=== alu_arbiter_flat ===
--- src/rtl/alu_arbiter_if.sv ---
// Bundle between two ALU requesters, the arbiter and the shared combinational ALU.
// The slave modport is the arbiter's view. The master modport is the view of the requesters and the ALU.
interface alu_arbiter_if #(
  parameter int DW  = 8,
  parameter int OPW = 5
);
  logic           req0, req1;
  logic [OPW-1:0] op0, op1;
  logic [DW-1:0]  a0, b0, a1, b1;
  logic           ci0, ci1;
  logic           gnt0, gnt1;
  logic [OPW-1:0] alu_op;
  logic [DW-1:0]  alu_a, alu_b;
  logic           alu_ci;
  logic [DW-1:0]  alu_rslt;
  logic           alu_co, alu_equal, alu_gt, alu_lt, alu_zero;
  logic           rsp_valid0, rsp_valid1;
  logic [DW-1:0]  rsp_rslt;
  logic           rsp_co, rsp_equal, rsp_gt, rsp_lt, rsp_zero;
  logic           busy;

  modport slave (
    input  req0, req1, op0, op1, a0, b0, a1, b1, ci0, ci1,
    input  alu_rslt, alu_co, alu_equal, alu_gt, alu_lt, alu_zero,
    output gnt0, gnt1, alu_op, alu_a, alu_b, alu_ci,
    output rsp_valid0, rsp_valid1, rsp_rslt, rsp_co, rsp_equal, rsp_gt, rsp_lt, rsp_zero,
    output busy
  );

  modport master (
    output req0, req1, op0, op1, a0, b0, a1, b1, ci0, ci1,
    output alu_rslt, alu_co, alu_equal, alu_gt, alu_lt, alu_zero,
    input  gnt0, gnt1, alu_op, alu_a, alu_b, alu_ci,
    input  rsp_valid0, rsp_valid1, rsp_rslt, rsp_co, rsp_equal, rsp_gt, rsp_lt, rsp_zero,
    input  busy
  );
endinterface

--- src/rtl/alu_arbiter.sv ---
// Round-robin arbiter that shares one combinational ALU between two requesters.
// An operation takes three cycles: grant in IDLE, evaluate in EXEC, respond in DONE.
// state | meaning
// IDLE  | wait for a request; grant the winner and capture its operands
// EXEC  | operand registers drive the ALU; its outputs are latched at the edge
// DONE  | one-cycle rsp_valid pulse to the captured winner
module alu_arbiter #(
  parameter int DW  = 8,
  parameter int OPW = 5
) (
  input  logic          clk,
  input  logic          reset,
  alu_arbiter_if.slave  bus
);
  typedef enum logic [1:0] {IDLE = 2'd0, EXEC = 2'd1, DONE = 2'd2} state_t;

  state_t         r_state, w_next;
  logic           r_ptr, r_win;
  logic           w_any, w_win, w_grant;
  logic [OPW-1:0] r_op;
  logic [DW-1:0]  r_a, r_b, r_rslt;
  logic           r_ci, r_co, r_equal, r_gt, r_lt, r_zero;

  assign w_any   = bus.req0 | bus.req1;
  // On a tie the pointer decides; otherwise the only requester present wins.
  assign w_win   = (bus.req0 & bus.req1) ? r_ptr : bus.req1;
  assign w_grant = (r_state == IDLE) & w_any;

  always_ff @(posedge clk or negedge reset) begin
    if (!reset) r_state <= IDLE;
    else        r_state <= w_next;
  end

  always_comb begin
    w_next = r_state;
    case (r_state)
      IDLE:    if (w_any) w_next = EXEC;
      EXEC:    w_next = DONE;
      DONE:    w_next = IDLE;
      default: w_next = IDLE;
    endcase
  end

  // The reset term keeps the grants low while reset is held, even with requests present.
  always_comb begin
    bus.gnt0       = 1'b0;
    bus.gnt1       = 1'b0;
    bus.rsp_valid0 = 1'b0;
    bus.rsp_valid1 = 1'b0;
    bus.busy       = (r_state != IDLE);
    case (r_state)
      IDLE: begin
        bus.gnt0 = reset & w_any & ~w_win;
        bus.gnt1 = reset & w_any & w_win;
      end
      DONE: begin
        bus.rsp_valid0 = ~r_win;
        bus.rsp_valid1 = r_win;
      end
      default: ;
    endcase
  end

  always_ff @(posedge clk or negedge reset) begin
    if (!reset) begin
      r_ptr <= 1'b0;
      r_win <= 1'b0;
      r_op  <= '0;
      r_a   <= '0;
      r_b   <= '0;
      r_ci  <= 1'b0;
    end else if (w_grant) begin
      r_ptr <= ~w_win;
      r_win <= w_win;
      r_op  <= w_win ? bus.op1 : bus.op0;
      r_a   <= w_win ? bus.a1  : bus.a0;
      r_b   <= w_win ? bus.b1  : bus.b0;
      r_ci  <= w_win ? bus.ci1 : bus.ci0;
    end
  end

  always_ff @(posedge clk or negedge reset) begin
    if (!reset) begin
      r_rslt  <= '0;
      r_co    <= 1'b0;
      r_equal <= 1'b0;
      r_gt    <= 1'b0;
      r_lt    <= 1'b0;
      r_zero  <= 1'b0;
    end else if (r_state == EXEC) begin
      r_rslt  <= bus.alu_rslt;
      r_co    <= bus.alu_co;
      r_equal <= bus.alu_equal;
      r_gt    <= bus.alu_gt;
      r_lt    <= bus.alu_lt;
      r_zero  <= bus.alu_zero;
    end
  end

  // The ALU is always driven from the registers, so requester inputs never reach it directly.
  assign bus.alu_op    = r_op;
  assign bus.alu_a     = r_a;
  assign bus.alu_b     = r_b;
  assign bus.alu_ci    = r_ci;
  assign bus.rsp_rslt  = r_rslt;
  assign bus.rsp_co    = r_co;
  assign bus.rsp_equal = r_equal;
  assign bus.rsp_gt    = r_gt;
  assign bus.rsp_lt    = r_lt;
  assign bus.rsp_zero  = r_zero;
endmodule

--- src/flat_wrapper.sv ---
// flat-port wrapper written by rule: the top's interface ports become plain ports
module alu_arbiter_flat 
#(
  parameter int DW  = 8,
  parameter int OPW = 5
)
  (clk, reset, bus_req0, bus_req1, bus_op0, bus_op1, bus_a0, bus_b0, bus_a1, bus_b1, bus_ci0, bus_ci1, bus_alu_rslt, bus_alu_co, bus_alu_equal, bus_alu_gt, bus_alu_lt, bus_alu_zero, bus_gnt0, bus_gnt1, bus_alu_op, bus_alu_a, bus_alu_b, bus_alu_ci, bus_rsp_valid0, bus_rsp_valid1, bus_rsp_rslt, bus_rsp_co, bus_rsp_equal, bus_rsp_gt, bus_rsp_lt, bus_rsp_zero, bus_busy);
  alu_arbiter_if #(.DW(DW), .OPW(OPW)) bus_i ();
  input  logic clk;
  input  logic reset;
  input wire logic [$bits(bus_i.req0)-1:0] bus_req0;
  input wire logic [$bits(bus_i.req1)-1:0] bus_req1;
  input wire logic [$bits(bus_i.op0)-1:0] bus_op0;
  input wire logic [$bits(bus_i.op1)-1:0] bus_op1;
  input wire logic [$bits(bus_i.a0)-1:0] bus_a0;
  input wire logic [$bits(bus_i.b0)-1:0] bus_b0;
  input wire logic [$bits(bus_i.a1)-1:0] bus_a1;
  input wire logic [$bits(bus_i.b1)-1:0] bus_b1;
  input wire logic [$bits(bus_i.ci0)-1:0] bus_ci0;
  input wire logic [$bits(bus_i.ci1)-1:0] bus_ci1;
  input wire logic [$bits(bus_i.alu_rslt)-1:0] bus_alu_rslt;
  input wire logic [$bits(bus_i.alu_co)-1:0] bus_alu_co;
  input wire logic [$bits(bus_i.alu_equal)-1:0] bus_alu_equal;
  input wire logic [$bits(bus_i.alu_gt)-1:0] bus_alu_gt;
  input wire logic [$bits(bus_i.alu_lt)-1:0] bus_alu_lt;
  input wire logic [$bits(bus_i.alu_zero)-1:0] bus_alu_zero;
  output wire logic [$bits(bus_i.gnt0)-1:0] bus_gnt0;
  output wire logic [$bits(bus_i.gnt1)-1:0] bus_gnt1;
  output wire logic [$bits(bus_i.alu_op)-1:0] bus_alu_op;
  output wire logic [$bits(bus_i.alu_a)-1:0] bus_alu_a;
  output wire logic [$bits(bus_i.alu_b)-1:0] bus_alu_b;
  output wire logic [$bits(bus_i.alu_ci)-1:0] bus_alu_ci;
  output wire logic [$bits(bus_i.rsp_valid0)-1:0] bus_rsp_valid0;
  output wire logic [$bits(bus_i.rsp_valid1)-1:0] bus_rsp_valid1;
  output wire logic [$bits(bus_i.rsp_rslt)-1:0] bus_rsp_rslt;
  output wire logic [$bits(bus_i.rsp_co)-1:0] bus_rsp_co;
  output wire logic [$bits(bus_i.rsp_equal)-1:0] bus_rsp_equal;
  output wire logic [$bits(bus_i.rsp_gt)-1:0] bus_rsp_gt;
  output wire logic [$bits(bus_i.rsp_lt)-1:0] bus_rsp_lt;
  output wire logic [$bits(bus_i.rsp_zero)-1:0] bus_rsp_zero;
  output wire logic [$bits(bus_i.busy)-1:0] bus_busy;
  assign bus_i.req0 = bus_req0;
  assign bus_i.req1 = bus_req1;
  assign bus_i.op0 = bus_op0;
  assign bus_i.op1 = bus_op1;
  assign bus_i.a0 = bus_a0;
  assign bus_i.b0 = bus_b0;
  assign bus_i.a1 = bus_a1;
  assign bus_i.b1 = bus_b1;
  assign bus_i.ci0 = bus_ci0;
  assign bus_i.ci1 = bus_ci1;
  assign bus_i.alu_rslt = bus_alu_rslt;
  assign bus_i.alu_co = bus_alu_co;
  assign bus_i.alu_equal = bus_alu_equal;
  assign bus_i.alu_gt = bus_alu_gt;
  assign bus_i.alu_lt = bus_alu_lt;
  assign bus_i.alu_zero = bus_alu_zero;
  assign bus_gnt0 = bus_i.gnt0;
  assign bus_gnt1 = bus_i.gnt1;
  assign bus_alu_op = bus_i.alu_op;
  assign bus_alu_a = bus_i.alu_a;
  assign bus_alu_b = bus_i.alu_b;
  assign bus_alu_ci = bus_i.alu_ci;
  assign bus_rsp_valid0 = bus_i.rsp_valid0;
  assign bus_rsp_valid1 = bus_i.rsp_valid1;
  assign bus_rsp_rslt = bus_i.rsp_rslt;
  assign bus_rsp_co = bus_i.rsp_co;
  assign bus_rsp_equal = bus_i.rsp_equal;
  assign bus_rsp_gt = bus_i.rsp_gt;
  assign bus_rsp_lt = bus_i.rsp_lt;
  assign bus_rsp_zero = bus_i.rsp_zero;
  assign bus_busy = bus_i.busy;
  alu_arbiter #(.DW(DW), .OPW(OPW)) u_core (.clk(clk), .reset(reset), .bus(bus_i));
endmodule
--- config.mk ---
export PLATFORM = sky130hd
export DESIGN_NAME = alu_arbiter_flat
export DESIGN_NICKNAME = d
export VERILOG_FILES = /design/src/rtl/alu_arbiter_if.sv /design/src/rtl/alu_arbiter.sv /design/src/flat_wrapper.sv
export SDC_FILE = /design/constraint.sdc
export NUM_CORES = 1
export LEC_CHECK = 0
export CELL_PAD_IN_SITES_DETAIL_PLACEMENT = 1
export CELL_PAD_IN_SITES_GLOBAL_PLACEMENT = 1
export CORE_MARGIN = 3
export CORE_UTILIZATION = 31
export DETAILED_ROUTE_END_ITERATION = 10
export PLACE_DENSITY = 0.88
export SYNTH_ARGS = -nofsm -noshare
export SYNTH_HDL_FRONTEND = slang
export SYNTH_SLANG_ARGS = --single-unit
--- constraint.sdc ---
create_clock -name clk -period 4.5 [get_ports clk]
set_input_delay 1.35 -clock clk [delete_from_list [all_inputs] [get_ports clk]]
set_output_delay 1.35 -clock clk [all_outputs]
set_load 0.02 [all_outputs]
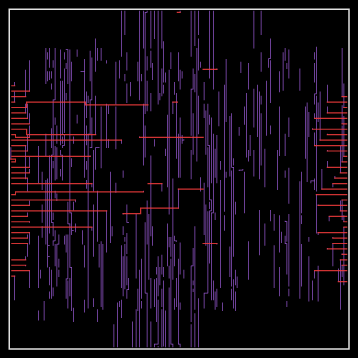
*Metal layers overlaid, alu_arbiter_flat*
Scale: 4 px per um. Two of the layers only.
Key: metal 2 = purple [wire length 3000 um]; metal 3 = red [wire length 484 um]

==> Changelog: implementation <==
## Implementation

- Number of non-clock buffers: roughly 110
- Layout cells sized above 1: 17.2%
- Finish-stage setup viols: 0
- Sum of negative setup slack: 0 ns
- Outcome: finished, final reports clean
- # diodes: 0
- Post-Synthesis Cells: 177
- Yosys adder share: 0%
- Layout Skew: a little under 0.007 ns
- Yosys cell count: 177
- Pre-antenna DRT Iters: 4
- Top-count cell post-synth: dfrtp_1
- DRT iter0 DRCs: approximately 42
- Async SR Flop Fraction: 100%
- Synth Area in XOR/XNOR: 0%
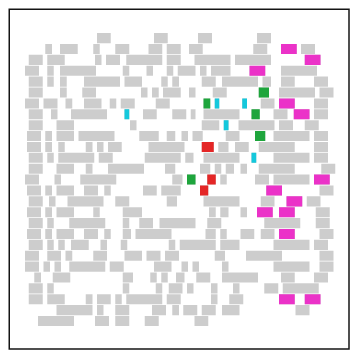
*Logic cells by family, alu_arbiter_flat*
Scale: 4 px per um.
Key: inv cells = cyan [cells 5]; mux cells = magenta [cells 13]; and/or cells = red [cells 3]; nor cells = green [cells 5]
Top cell excl fill/tap: clkdlybuf4s50_1
Comb/total area: 27.0%
Finished Layout Cells: 346

-- worst max-delay path: stages --
cell,delay [ns]
clkdlybuf4s50_1,0.46
or2_1,0.27
and2_4,0.16
and3_1,0.17
clkdlybuf4s50_1,0.56
-- logic make-up (layout without fill, tap and decap cells) --
group / count (synthesis) / in the layout
multiplexers: 13 / 13
AND/OR/NAND/NOR: 33 / 33
AND-OR/OR-AND: 69 / 69
buffers and inverters: 23 / 120
flip-flops: 39 / 39
-- power by group --
part	switching, mW	internal, mW	total, mW
registers	0.0993	0.532	0.631
clock network	0.126	0.108	0.234
logic	0.612	0.569	1.18
total	0.837	1.21	2.05

=== comp_pipe ===
<file path="config.mk">
export PLATFORM = sky130hd
export DESIGN_NAME = comp_pipe
export DESIGN_NICKNAME = d
export VERILOG_FILES = /design/src/rtl/comp_pipe.sv
export SDC_FILE = /design/constraint.sdc
export NUM_CORES = 1
export LEC_CHECK = 0
export CORE_MARGIN = 3
export CORE_UTILIZATION = 41
export DETAILED_ROUTE_END_ITERATION = 6
export PLACE_DENSITY = 0.86
export RECOVER_POWER = 25
export SLEW_MARGIN = 20
export SYNTH_ARGS = -nofsm -noshare
export SYNTH_HDL_FRONTEND = slang
export SYNTH_SLANG_ARGS = --single-unit
</file>
<file path="constraint.sdc">
create_clock -name i_clk -period 2.5 [get_ports i_clk]
set_input_delay 0.25 -clock i_clk [delete_from_list [all_inputs] [get_ports i_clk]]
set_output_delay 0.25 -clock i_clk [all_outputs]
set_load 0.1 [all_outputs]
</file>
<file path="src/rtl/comp_pipe.sv">
// rtl/comp_pipe.sv - two-stage pipelined RISC-V compare unit (EQ/NE/LT/GE/LTU/GEU)
//
// Stage 1 splits the operands into CHUNK-bit slices and registers per-chunk
// equal / less-than flags. Stage 2 reduces them to the selected relation and
// holds it in the output register. Fixed latency of two accepted edges.
//
// Ports:
//   i_clk, i_rst_n        clock (rising edge), asynchronous active-low reset
//   i_flush               synchronous kill of both in-flight entries
//   i_valid/o_ready       request handshake
//   i_op                  funct3 (000 EQ, 001 NE, 100 LT, 101 GE, 110 LTU, 111 GEU)
//   i_a, i_b, i_tag       operands and sideband tag
//   o_valid/i_ready       result handshake
//   o_taken, o_result     relation result, and the same zero-extended to WIDTH
//   o_tag, o_illegal      tag of the result, op was 010/011
module comp_pipe #(
  parameter int WIDTH = 32,
  parameter int CHUNK = 8,
  parameter int TAG_W = 5
) (
  input  logic             i_clk,
  input  logic             i_rst_n,
  input  logic             i_flush,
  input  logic             i_valid,
  output logic             o_ready,
  input  logic [2:0]       i_op,
  input  logic [WIDTH-1:0] i_a,
  input  logic [WIDTH-1:0] i_b,
  input  logic [TAG_W-1:0] i_tag,
  output logic             o_valid,
  input  logic             i_ready,
  output logic             o_taken,
  output logic [WIDTH-1:0] o_result,
  output logic [TAG_W-1:0] o_tag,
  output logic             o_illegal
);

  localparam int N = WIDTH / CHUNK;

  logic             s1_v_q;
  logic             s2_v_q;
  logic [N-1:0]     s1_eq_q, s1_eq_d;
  logic [N-1:0]     s1_lt_q, s1_lt_d;
  logic [2:0]       s1_op_q;
  logic [TAG_W-1:0] s1_tag_q;
  logic             s1_ill_q;

  logic             taken_q, taken_d;
  logic [TAG_W-1:0] tag_q;
  logic             ill_q;

  logic             accept;
  logic             s2_adv;
  logic             s2_free;
  logic             signed_op;
  logic             illegal_op;
  logic [WIDTH-1:0] a_cmp, b_cmp;
  logic             all_eq;
  logic             lt;

  assign s2_adv  = s1_v_q && (!s2_v_q || i_ready);
  // Combinational from i_ready on purpose: a full pipe can still take a new
  // request in the same cycle that the consumer drains the output.
  assign o_ready = !s1_v_q || s2_adv;
  assign accept  = i_valid && o_ready;
  assign s2_free = s2_v_q && i_ready;

  assign signed_op  = (i_op == 3'b100) || (i_op == 3'b101);
  assign illegal_op = (i_op[2:1] == 2'b01);

  // Flipping the sign bit maps two's complement order onto unsigned order,
  // so one unsigned chunk comparator serves both signed and unsigned ops.
  always_comb begin
    a_cmp = i_a;
    b_cmp = i_b;
    a_cmp[WIDTH-1] = i_a[WIDTH-1] ^ signed_op;
    b_cmp[WIDTH-1] = i_b[WIDTH-1] ^ signed_op;
  end

  always_comb begin
    s1_eq_d = '0;
    s1_lt_d = '0;
    for (int k = 0; k < N; k++) begin
      s1_eq_d[k] = (a_cmp[k*CHUNK +: CHUNK] == b_cmp[k*CHUNK +: CHUNK]);
      s1_lt_d[k] = (a_cmp[k*CHUNK +: CHUNK] <  b_cmp[k*CHUNK +: CHUNK]);
    end
  end

  // Ascending scan: the last differing chunk seen is the most significant one,
  // so its lt flag decides the ordering.
  always_comb begin
    all_eq = &s1_eq_q;
    lt     = 1'b0;
    for (int k = 0; k < N; k++) begin
      if (!s1_eq_q[k]) lt = s1_lt_q[k];
    end
  end

  always_comb begin
    taken_d = 1'b0;
    if (!s1_ill_q) begin
      case (s1_op_q)
        3'b000:  taken_d = all_eq;
        3'b001:  taken_d = !all_eq;
        3'b100,
        3'b110:  taken_d = lt;
        3'b101,
        3'b111:  taken_d = !lt;
        default: taken_d = 1'b0;
      endcase
    end
  end

  always_ff @(posedge i_clk or negedge i_rst_n) begin
    if (!i_rst_n) begin
      s1_v_q  <= 1'b0;
      s2_v_q  <= 1'b0;
      taken_q <= 1'b0;
      tag_q   <= '0;
      ill_q   <= 1'b0;
    end else begin
      if (i_flush) begin
        s1_v_q <= 1'b0;
        s2_v_q <= 1'b0;
      end else begin
        if (accept)      s1_v_q <= 1'b1;
        else if (s2_adv) s1_v_q <= 1'b0;
        if (s2_adv)       s2_v_q <= 1'b1;
        else if (s2_free) s2_v_q <= 1'b0;
      end
      if (s2_adv) begin
        taken_q <= taken_d;
        tag_q   <= s1_tag_q;
        ill_q   <= s1_ill_q;
      end
    end
  end

  // Stage-1 payload carries no reset; it is qualified by s1_v_q.
  always_ff @(posedge i_clk) begin
    if (accept) begin
      s1_eq_q  <= s1_eq_d;
      s1_lt_q  <= s1_lt_d;
      s1_op_q  <= i_op;
      s1_tag_q <= i_tag;
      s1_ill_q <= illegal_op;
    end
  end

  assign o_valid   = s2_v_q;
  assign o_taken   = taken_q;
  assign o_result  = {{(WIDTH-1){1'b0}}, taken_q};
  assign o_tag     = tag_q;
  assign o_illegal = ill_q;

endmodule

</file>
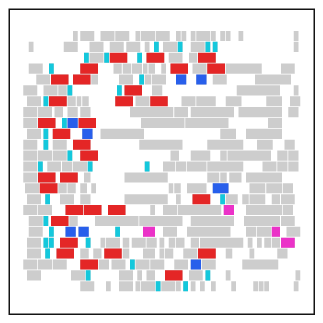
*Logic cells by family, comp_pipe*
Scale: 4 px per um.
Key: inv cells = cyan [cells 33]; fa/ha/maj cells = red [cells 31]; non-inverting ao/oa cells = blue [cells 8]; and/or cells = magenta [cells 4, where south-east]
Finished Layout Cells: 353
Comb/total area: 35.6%
Top cell excl fill/tap: clkdlybuf4s50_1

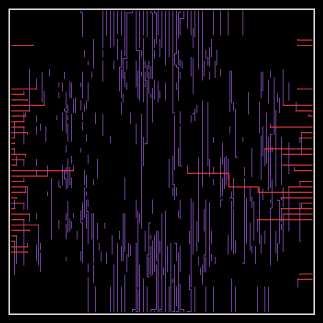
*Metal layers overlaid, comp_pipe*
Scale: 4 px per um. Two of the layers only.
Key: metal 3 = red [wire length 280 um]; metal 2 = purple [wire length 2180 um]
drt total wl: 3950 um
GRT Util Overall: 13.4%
total number of vias: 1573
WL/cell: 11.2 um

final timing paths:
check / endpoint
max: o_ready
min: s1_v_q$_DFFE_PN0P_
max reg2reg: s1_tag_q[3]$_DFFE_PP_
min reg2reg: o_tag[0]$_DFFE_PN0P_
max in group asynchronous: o_tag[2]$_DFFE_PN0P_
min in group i_clk: o_tag[0]$_DFFE_PN0P_
state kept, by name, indices dropped and copies added (netlist names):
name,flops
s1_tag_q,5
s1_op_q,3
o_valid,1
s1_ill_q,1
o_tag,5
o_taken,1
s1_v_q,1
o_illegal,1
s1_lt_q,4
s1_eq_q,4
==> Changelog: implementation <==
## Implementation

- Final period demand of the worst path: about 1.5 ns
- Netlist cell types: 30
- Internal: 848 uW
- Outcome: finished, final reports clean
- Most frequent cells in the layout: 69 x clkdlybuf4s50_1, 33 x inv_1, 31 x ha_1, 31 x conb_1, 17 x edfxtp_1
- Clk latency of the worst-skew pair: between 0.2 and 0.3 ns
- Data required, critical path: 2.25 ns
- Post-Synthesis Cells: roughly 200
- Top-count cell post-synth: inv_1
- Post-cts resize count: 0
- Vias in the first global route: around 1.5k
- Post-Synth AOI/OAI Area: around a tenth
- Layout Skew: around 0.0023 ns
- Crit Reg-Reg Startpoint: o_valid$_DFFE_PN0P_
- Pre-antenna DRT Iters: 4

=== text_console_writer ===
### Logic cells by family, text_console_writer

Scale: 3 px per um.
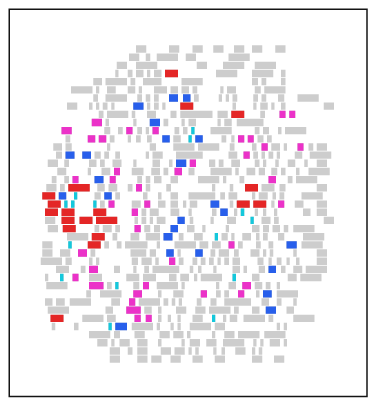
### Cell placement, text_console_writer

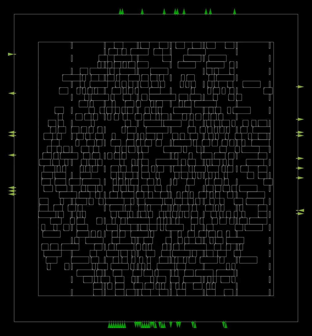
<file path="config.mk">
export PLATFORM = sky130hd
export DESIGN_NAME = text_console_writer
export DESIGN_NICKNAME = d
export VERILOG_FILES = /design/src/rtl/text_console_writer.sv
export SDC_FILE = /design/constraint.sdc
export NUM_CORES = 1
export LEC_CHECK = 0
export CELL_PAD_IN_SITES_DETAIL_PLACEMENT = 1
export CELL_PAD_IN_SITES_GLOBAL_PLACEMENT = 1
export CORE_ASPECT_RATIO = 1.1
export CORE_MARGIN = 10
export CORE_UTILIZATION = 35
export DETAILED_ROUTE_END_ITERATION = 8
export GPL_ROUTABILITY_DRIVEN = 0
export PLACE_DENSITY = 0.73
export SYNTH_ARGS = -nofsm -noshare
export SYNTH_HDL_FRONTEND = slang
export SYNTH_SLANG_ARGS = --single-unit
</file>
<file path="constraint.sdc">
create_clock -name clk -period 3.9 [get_ports clk]
set_input_delay 0.78 -clock clk [delete_from_list [all_inputs] [get_ports clk]]
set_output_delay 0.78 -clock clk [all_outputs]
set_load 0.01 [all_outputs]
</file>
<file path="src/rtl/text_console_writer.sv">
// text_console_writer
// Byte-stream producer for the 80x30 text-mode character buffer. Accepts
// characters over a valid/ready handshake, keeps a hardware cursor,
// interprets CR/LF/BS/FF and scrolls the screen up one row on overflow
// by reading each character back and rewriting it one row higher.
//
// Ports
//   clk, reset            system clock, synchronous active-high reset
//   ch_valid, ch_data     incoming byte, taken when ch_valid && ch_ready
//   ch_ready, busy        ready only in IDLE; busy = ~ch_ready
//   char_write_read_addr  buffer CPU-port address
//   char_write_data       buffer write data
//   char_write_enable     buffer write strobe
//   char_read_enable      buffer read strobe
//   r_data_vga_cpu        buffer read data, valid the cycle after a read
//   cursor_x, cursor_y    current cursor column / row
//
// state    | meaning
// IDLE     | waiting for a byte, only state with ch_ready=1
// PUT      | single character write at the captured cursor address
// SCR_RD   | scroll: read character at ptr
// SCR_WR   | scroll: write that character at ptr-COLS
// SCR_FILL | scroll: blank the last row
// CLR      | form feed: blank the whole screen
module text_console_writer #(
    parameter int COLS   = 80,
    parameter int ROWS   = 30,
    parameter int ADDR_W = 12
) (
    input  logic              clk,
    input  logic              reset,
    input  logic              ch_valid,
    input  logic [7:0]        ch_data,
    output logic              ch_ready,
    output logic [ADDR_W-1:0] char_write_read_addr,
    output logic [7:0]        char_write_data,
    output logic              char_write_enable,
    output logic              char_read_enable,
    input  logic [7:0]        r_data_vga_cpu,
    output logic [6:0]        cursor_x,
    output logic [4:0]        cursor_y,
    output logic              busy
);

    typedef enum logic [2:0] {
        IDLE, PUT, SCR_RD, SCR_WR, SCR_FILL, CLR
    } state_t;

    localparam logic [6:0]        X_LAST = 7'(COLS - 1);
    localparam logic [4:0]        Y_LAST = 5'(ROWS - 1);
    localparam logic [ADDR_W-1:0] COLS_A = ADDR_W'(COLS);
    localparam logic [ADDR_W-1:0] LAST_A = ADDR_W'(ROWS * COLS - 1);
    localparam logic [ADDR_W-1:0] FILL_A = ADDR_W'((ROWS - 1) * COLS);
    localparam logic [7:0]        SPACE  = 8'h20;

    state_t            state_q, state_d;
    logic [6:0]        x_q, x_d;
    logic [4:0]        y_q, y_d;
    logic [ADDR_W-1:0] ptr_q, ptr_d;
    logic              pend_q, pend_d;   // wrap on last row: scroll after the PUT
    logic [ADDR_W-1:0] addr_q, addr_d;
    logic [7:0]        wdata_q, wdata_d;
    logic              we_q, we_d;
    logic              re_q, re_d;
    logic [ADDR_W-1:0] cur_addr;

    assign cur_addr = ADDR_W'(y_q) * COLS_A + ADDR_W'(x_q);

    always_ff @(posedge clk) begin
        if (reset) begin
            state_q <= IDLE;
            x_q     <= '0;
            y_q     <= '0;
            ptr_q   <= '0;
            pend_q  <= 1'b0;
            addr_q  <= '0;
            wdata_q <= '0;
            we_q    <= 1'b0;
            re_q    <= 1'b0;
        end else begin
            state_q <= state_d;
            x_q     <= x_d;
            y_q     <= y_d;
            ptr_q   <= ptr_d;
            pend_q  <= pend_d;
            addr_q  <= addr_d;
            wdata_q <= wdata_d;
            we_q    <= we_d;
            re_q    <= re_d;
        end
    end

    always_comb begin
        state_d = state_q;
        x_d     = x_q;
        y_d     = y_q;
        ptr_d   = ptr_q;
        pend_d  = pend_q;
        addr_d  = '0;
        wdata_d = '0;
        we_d    = 1'b0;
        re_d    = 1'b0;
        case (state_q)
            IDLE: begin
                if (ch_valid) begin
                    if (ch_data >= 8'h20 && ch_data <= 8'h7E) begin
                        state_d = PUT;
                        we_d    = 1'b1;
                        addr_d  = cur_addr;
                        wdata_d = ch_data;
                        if (x_q == X_LAST) begin
                            x_d = '0;
                            if (y_q == Y_LAST) pend_d = 1'b1;
                            else               y_d    = y_q + 5'd1;
                        end else begin
                            x_d = x_q + 7'd1;
                        end
                    end else begin
                        case (ch_data)
                            8'h0A: begin
                                x_d = '0;
                                if (y_q == Y_LAST) begin
                                    state_d = SCR_RD;
                                    ptr_d   = COLS_A;
                                    re_d    = 1'b1;
                                    addr_d  = COLS_A;
                                end else begin
                                    y_d = y_q + 5'd1;
                                end
                            end
                            8'h0D: x_d = '0;
                            8'h08: begin
                                if (x_q != '0) begin
                                    x_d     = x_q - 7'd1;
                                    state_d = PUT;
                                    we_d    = 1'b1;
                                    addr_d  = cur_addr - 1'b1;
                                    wdata_d = SPACE;
                                end
                            end
                            8'h0C: begin
                                x_d     = '0;
                                y_d     = '0;
                                state_d = CLR;
                                ptr_d   = '0;
                                we_d    = 1'b1;
                                addr_d  = '0;
                                wdata_d = SPACE;
                            end
                            default: ;
                        endcase
                    end
                end
            end
            PUT: begin
                if (pend_q) begin
                    pend_d  = 1'b0;
                    state_d = SCR_RD;
                    ptr_d   = COLS_A;
                    re_d    = 1'b1;
                    addr_d  = COLS_A;
                end else begin
                    state_d = IDLE;
                end
            end
            SCR_RD: begin
                state_d = SCR_WR;
                we_d    = 1'b1;
                addr_d  = ptr_q - COLS_A;
            end
            SCR_WR: begin
                if (ptr_q == LAST_A) begin
                    state_d = SCR_FILL;
                    ptr_d   = FILL_A;
                    we_d    = 1'b1;
                    addr_d  = FILL_A;
                    wdata_d = SPACE;
                end else begin
                    state_d = SCR_RD;
                    ptr_d   = ptr_q + 1'b1;
                    re_d    = 1'b1;
                    addr_d  = ptr_q + 1'b1;
                end
            end
            SCR_FILL, CLR: begin
                if (ptr_q == LAST_A) begin
                    state_d = IDLE;
                end else begin
                    ptr_d   = ptr_q + 1'b1;
                    we_d    = 1'b1;
                    addr_d  = ptr_q + 1'b1;
                    wdata_d = SPACE;
                end
            end
            default: state_d = IDLE;
        endcase
    end

    // Read data only arrives during the SCR_WR cycle itself, so it is
    // forwarded straight to the write port there instead of being re-registered.
    assign char_write_data      = (state_q == SCR_WR) ? r_data_vga_cpu : wdata_q;
    assign char_write_read_addr = addr_q;
    assign char_write_enable    = we_q;
    assign char_read_enable     = re_q;
    assign ch_ready             = (state_q == IDLE);
    assign busy                 = ~ch_ready;
    assign cursor_x             = x_q;
    assign cursor_y             = y_q;

endmodule

</file>
==> Changelog: implementation <==
## Implementation

- Commonest cells in the synthesized netlist: 58 x nand2_1, 52 x nor2_1, 50 x dfxtp_1
- I/O pins: ~55
- Top Family by Delay on Critical Path: adder cells
- Yosys cell count: just under 500
- Area growth, synth to finish: 22.3%
- Setup bufs post-CTS: 0
- Outcome: finished, final reports clean
- PnR Total Power: 1.31 mW
- Clk pwr: 507 uW
- Vias/cell: around 5.7
- Total number of H-tree levels: 2
- Clk network pwr share: around 39%
- Buffers & Inverters on Critical Path: 1
- Worst reg-to-reg path cell count: 10
- CTS tree: yes
- Hold wc startpoint: ptr_q[11]$_SDFFE_PP0P_
- Mean Syn Cell Area: roughly 7.6 sq um
- Top Metal Used: met4
- Hold crit path type: register to register
- Die Wd: 119 um
- Switching share of power: between 20% and 30%
- Placed Area: 4420 sq um
- Async SR Flop Fraction: 0%
- CP Cell Sequence: ha_1 > ha_1 > inv_1 > fa_1 > nand2b_1 > a211o_1 > or4_1 > a31oi_1 > mux2i_1 > a41o_1
- Worst endpoint data arrival time: around 3.6 ns
- Warnings, synthesis: 0
Notes on 'Logic cells by family' of text_console_writer above:
Key: and/or cells = magenta [cells 40]; inv cells = cyan [cells 15]; fa/ha/maj cells = red [cells 19]; non-inverting ao/oa cells = blue [cells 24]

Notes on 'Cell placement' of text_console_writer above:
core area: 10400 sq um
post-layout util: 44.0%
# fillers: 1329
Seq cells: 50

==> area by class of cell <==
class	count	area (sq um)
clock buffers	6	139
clock inverters	1	30.0
fillers	1329	5850
inverters	15	56.3
multi-input cells	405	2580
flip-flops and latches	50	1000
well taps	143	179
repair buffers	62	601
==> flip-flops by register name, summed over array words and instances (netlist names) <==
register              count
char_write_read_addr     12
ptr_q                    12
wdata_q                   8
cursor_x                  7
cursor_y                  5
state_q                   3
char_read_enable          1
char_write_enable         1
pend_q                    1


## Gallery

Wire density map.
image #1
Scale: 4 px per um. The die is cut into 15 by 15 equal tiles; dark purple is low, yellow is high, scaled to the fullest tile. Values are wire area over tile area, all layers added.
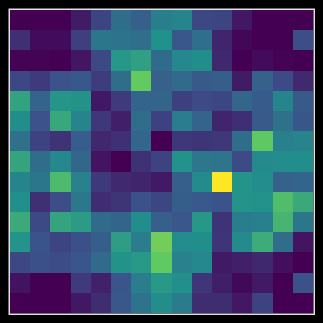
image #2
Scale: 3 px per um. The die is cut into 17 by 17 equal tiles; dark purple is low, yellow is high, scaled to the fullest tile. Values are wire area over tile area, all layers added.
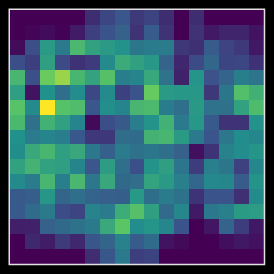
image #3
Scale: 2 px per um. The die is cut into 24 by 26 equal tiles; dark purple is low, yellow is high, scaled to the fullest tile. Values are wire area over tile area, all layers added.
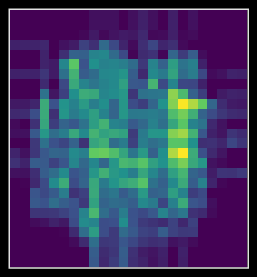
image #1: comp_pipe
image #2: alu_arbiter_flat
image #3: text_console_writer
The one with the largest die is image #3.
The one with the smallest die is image #1.

Power is estimated from default activity; no workload was simulated.
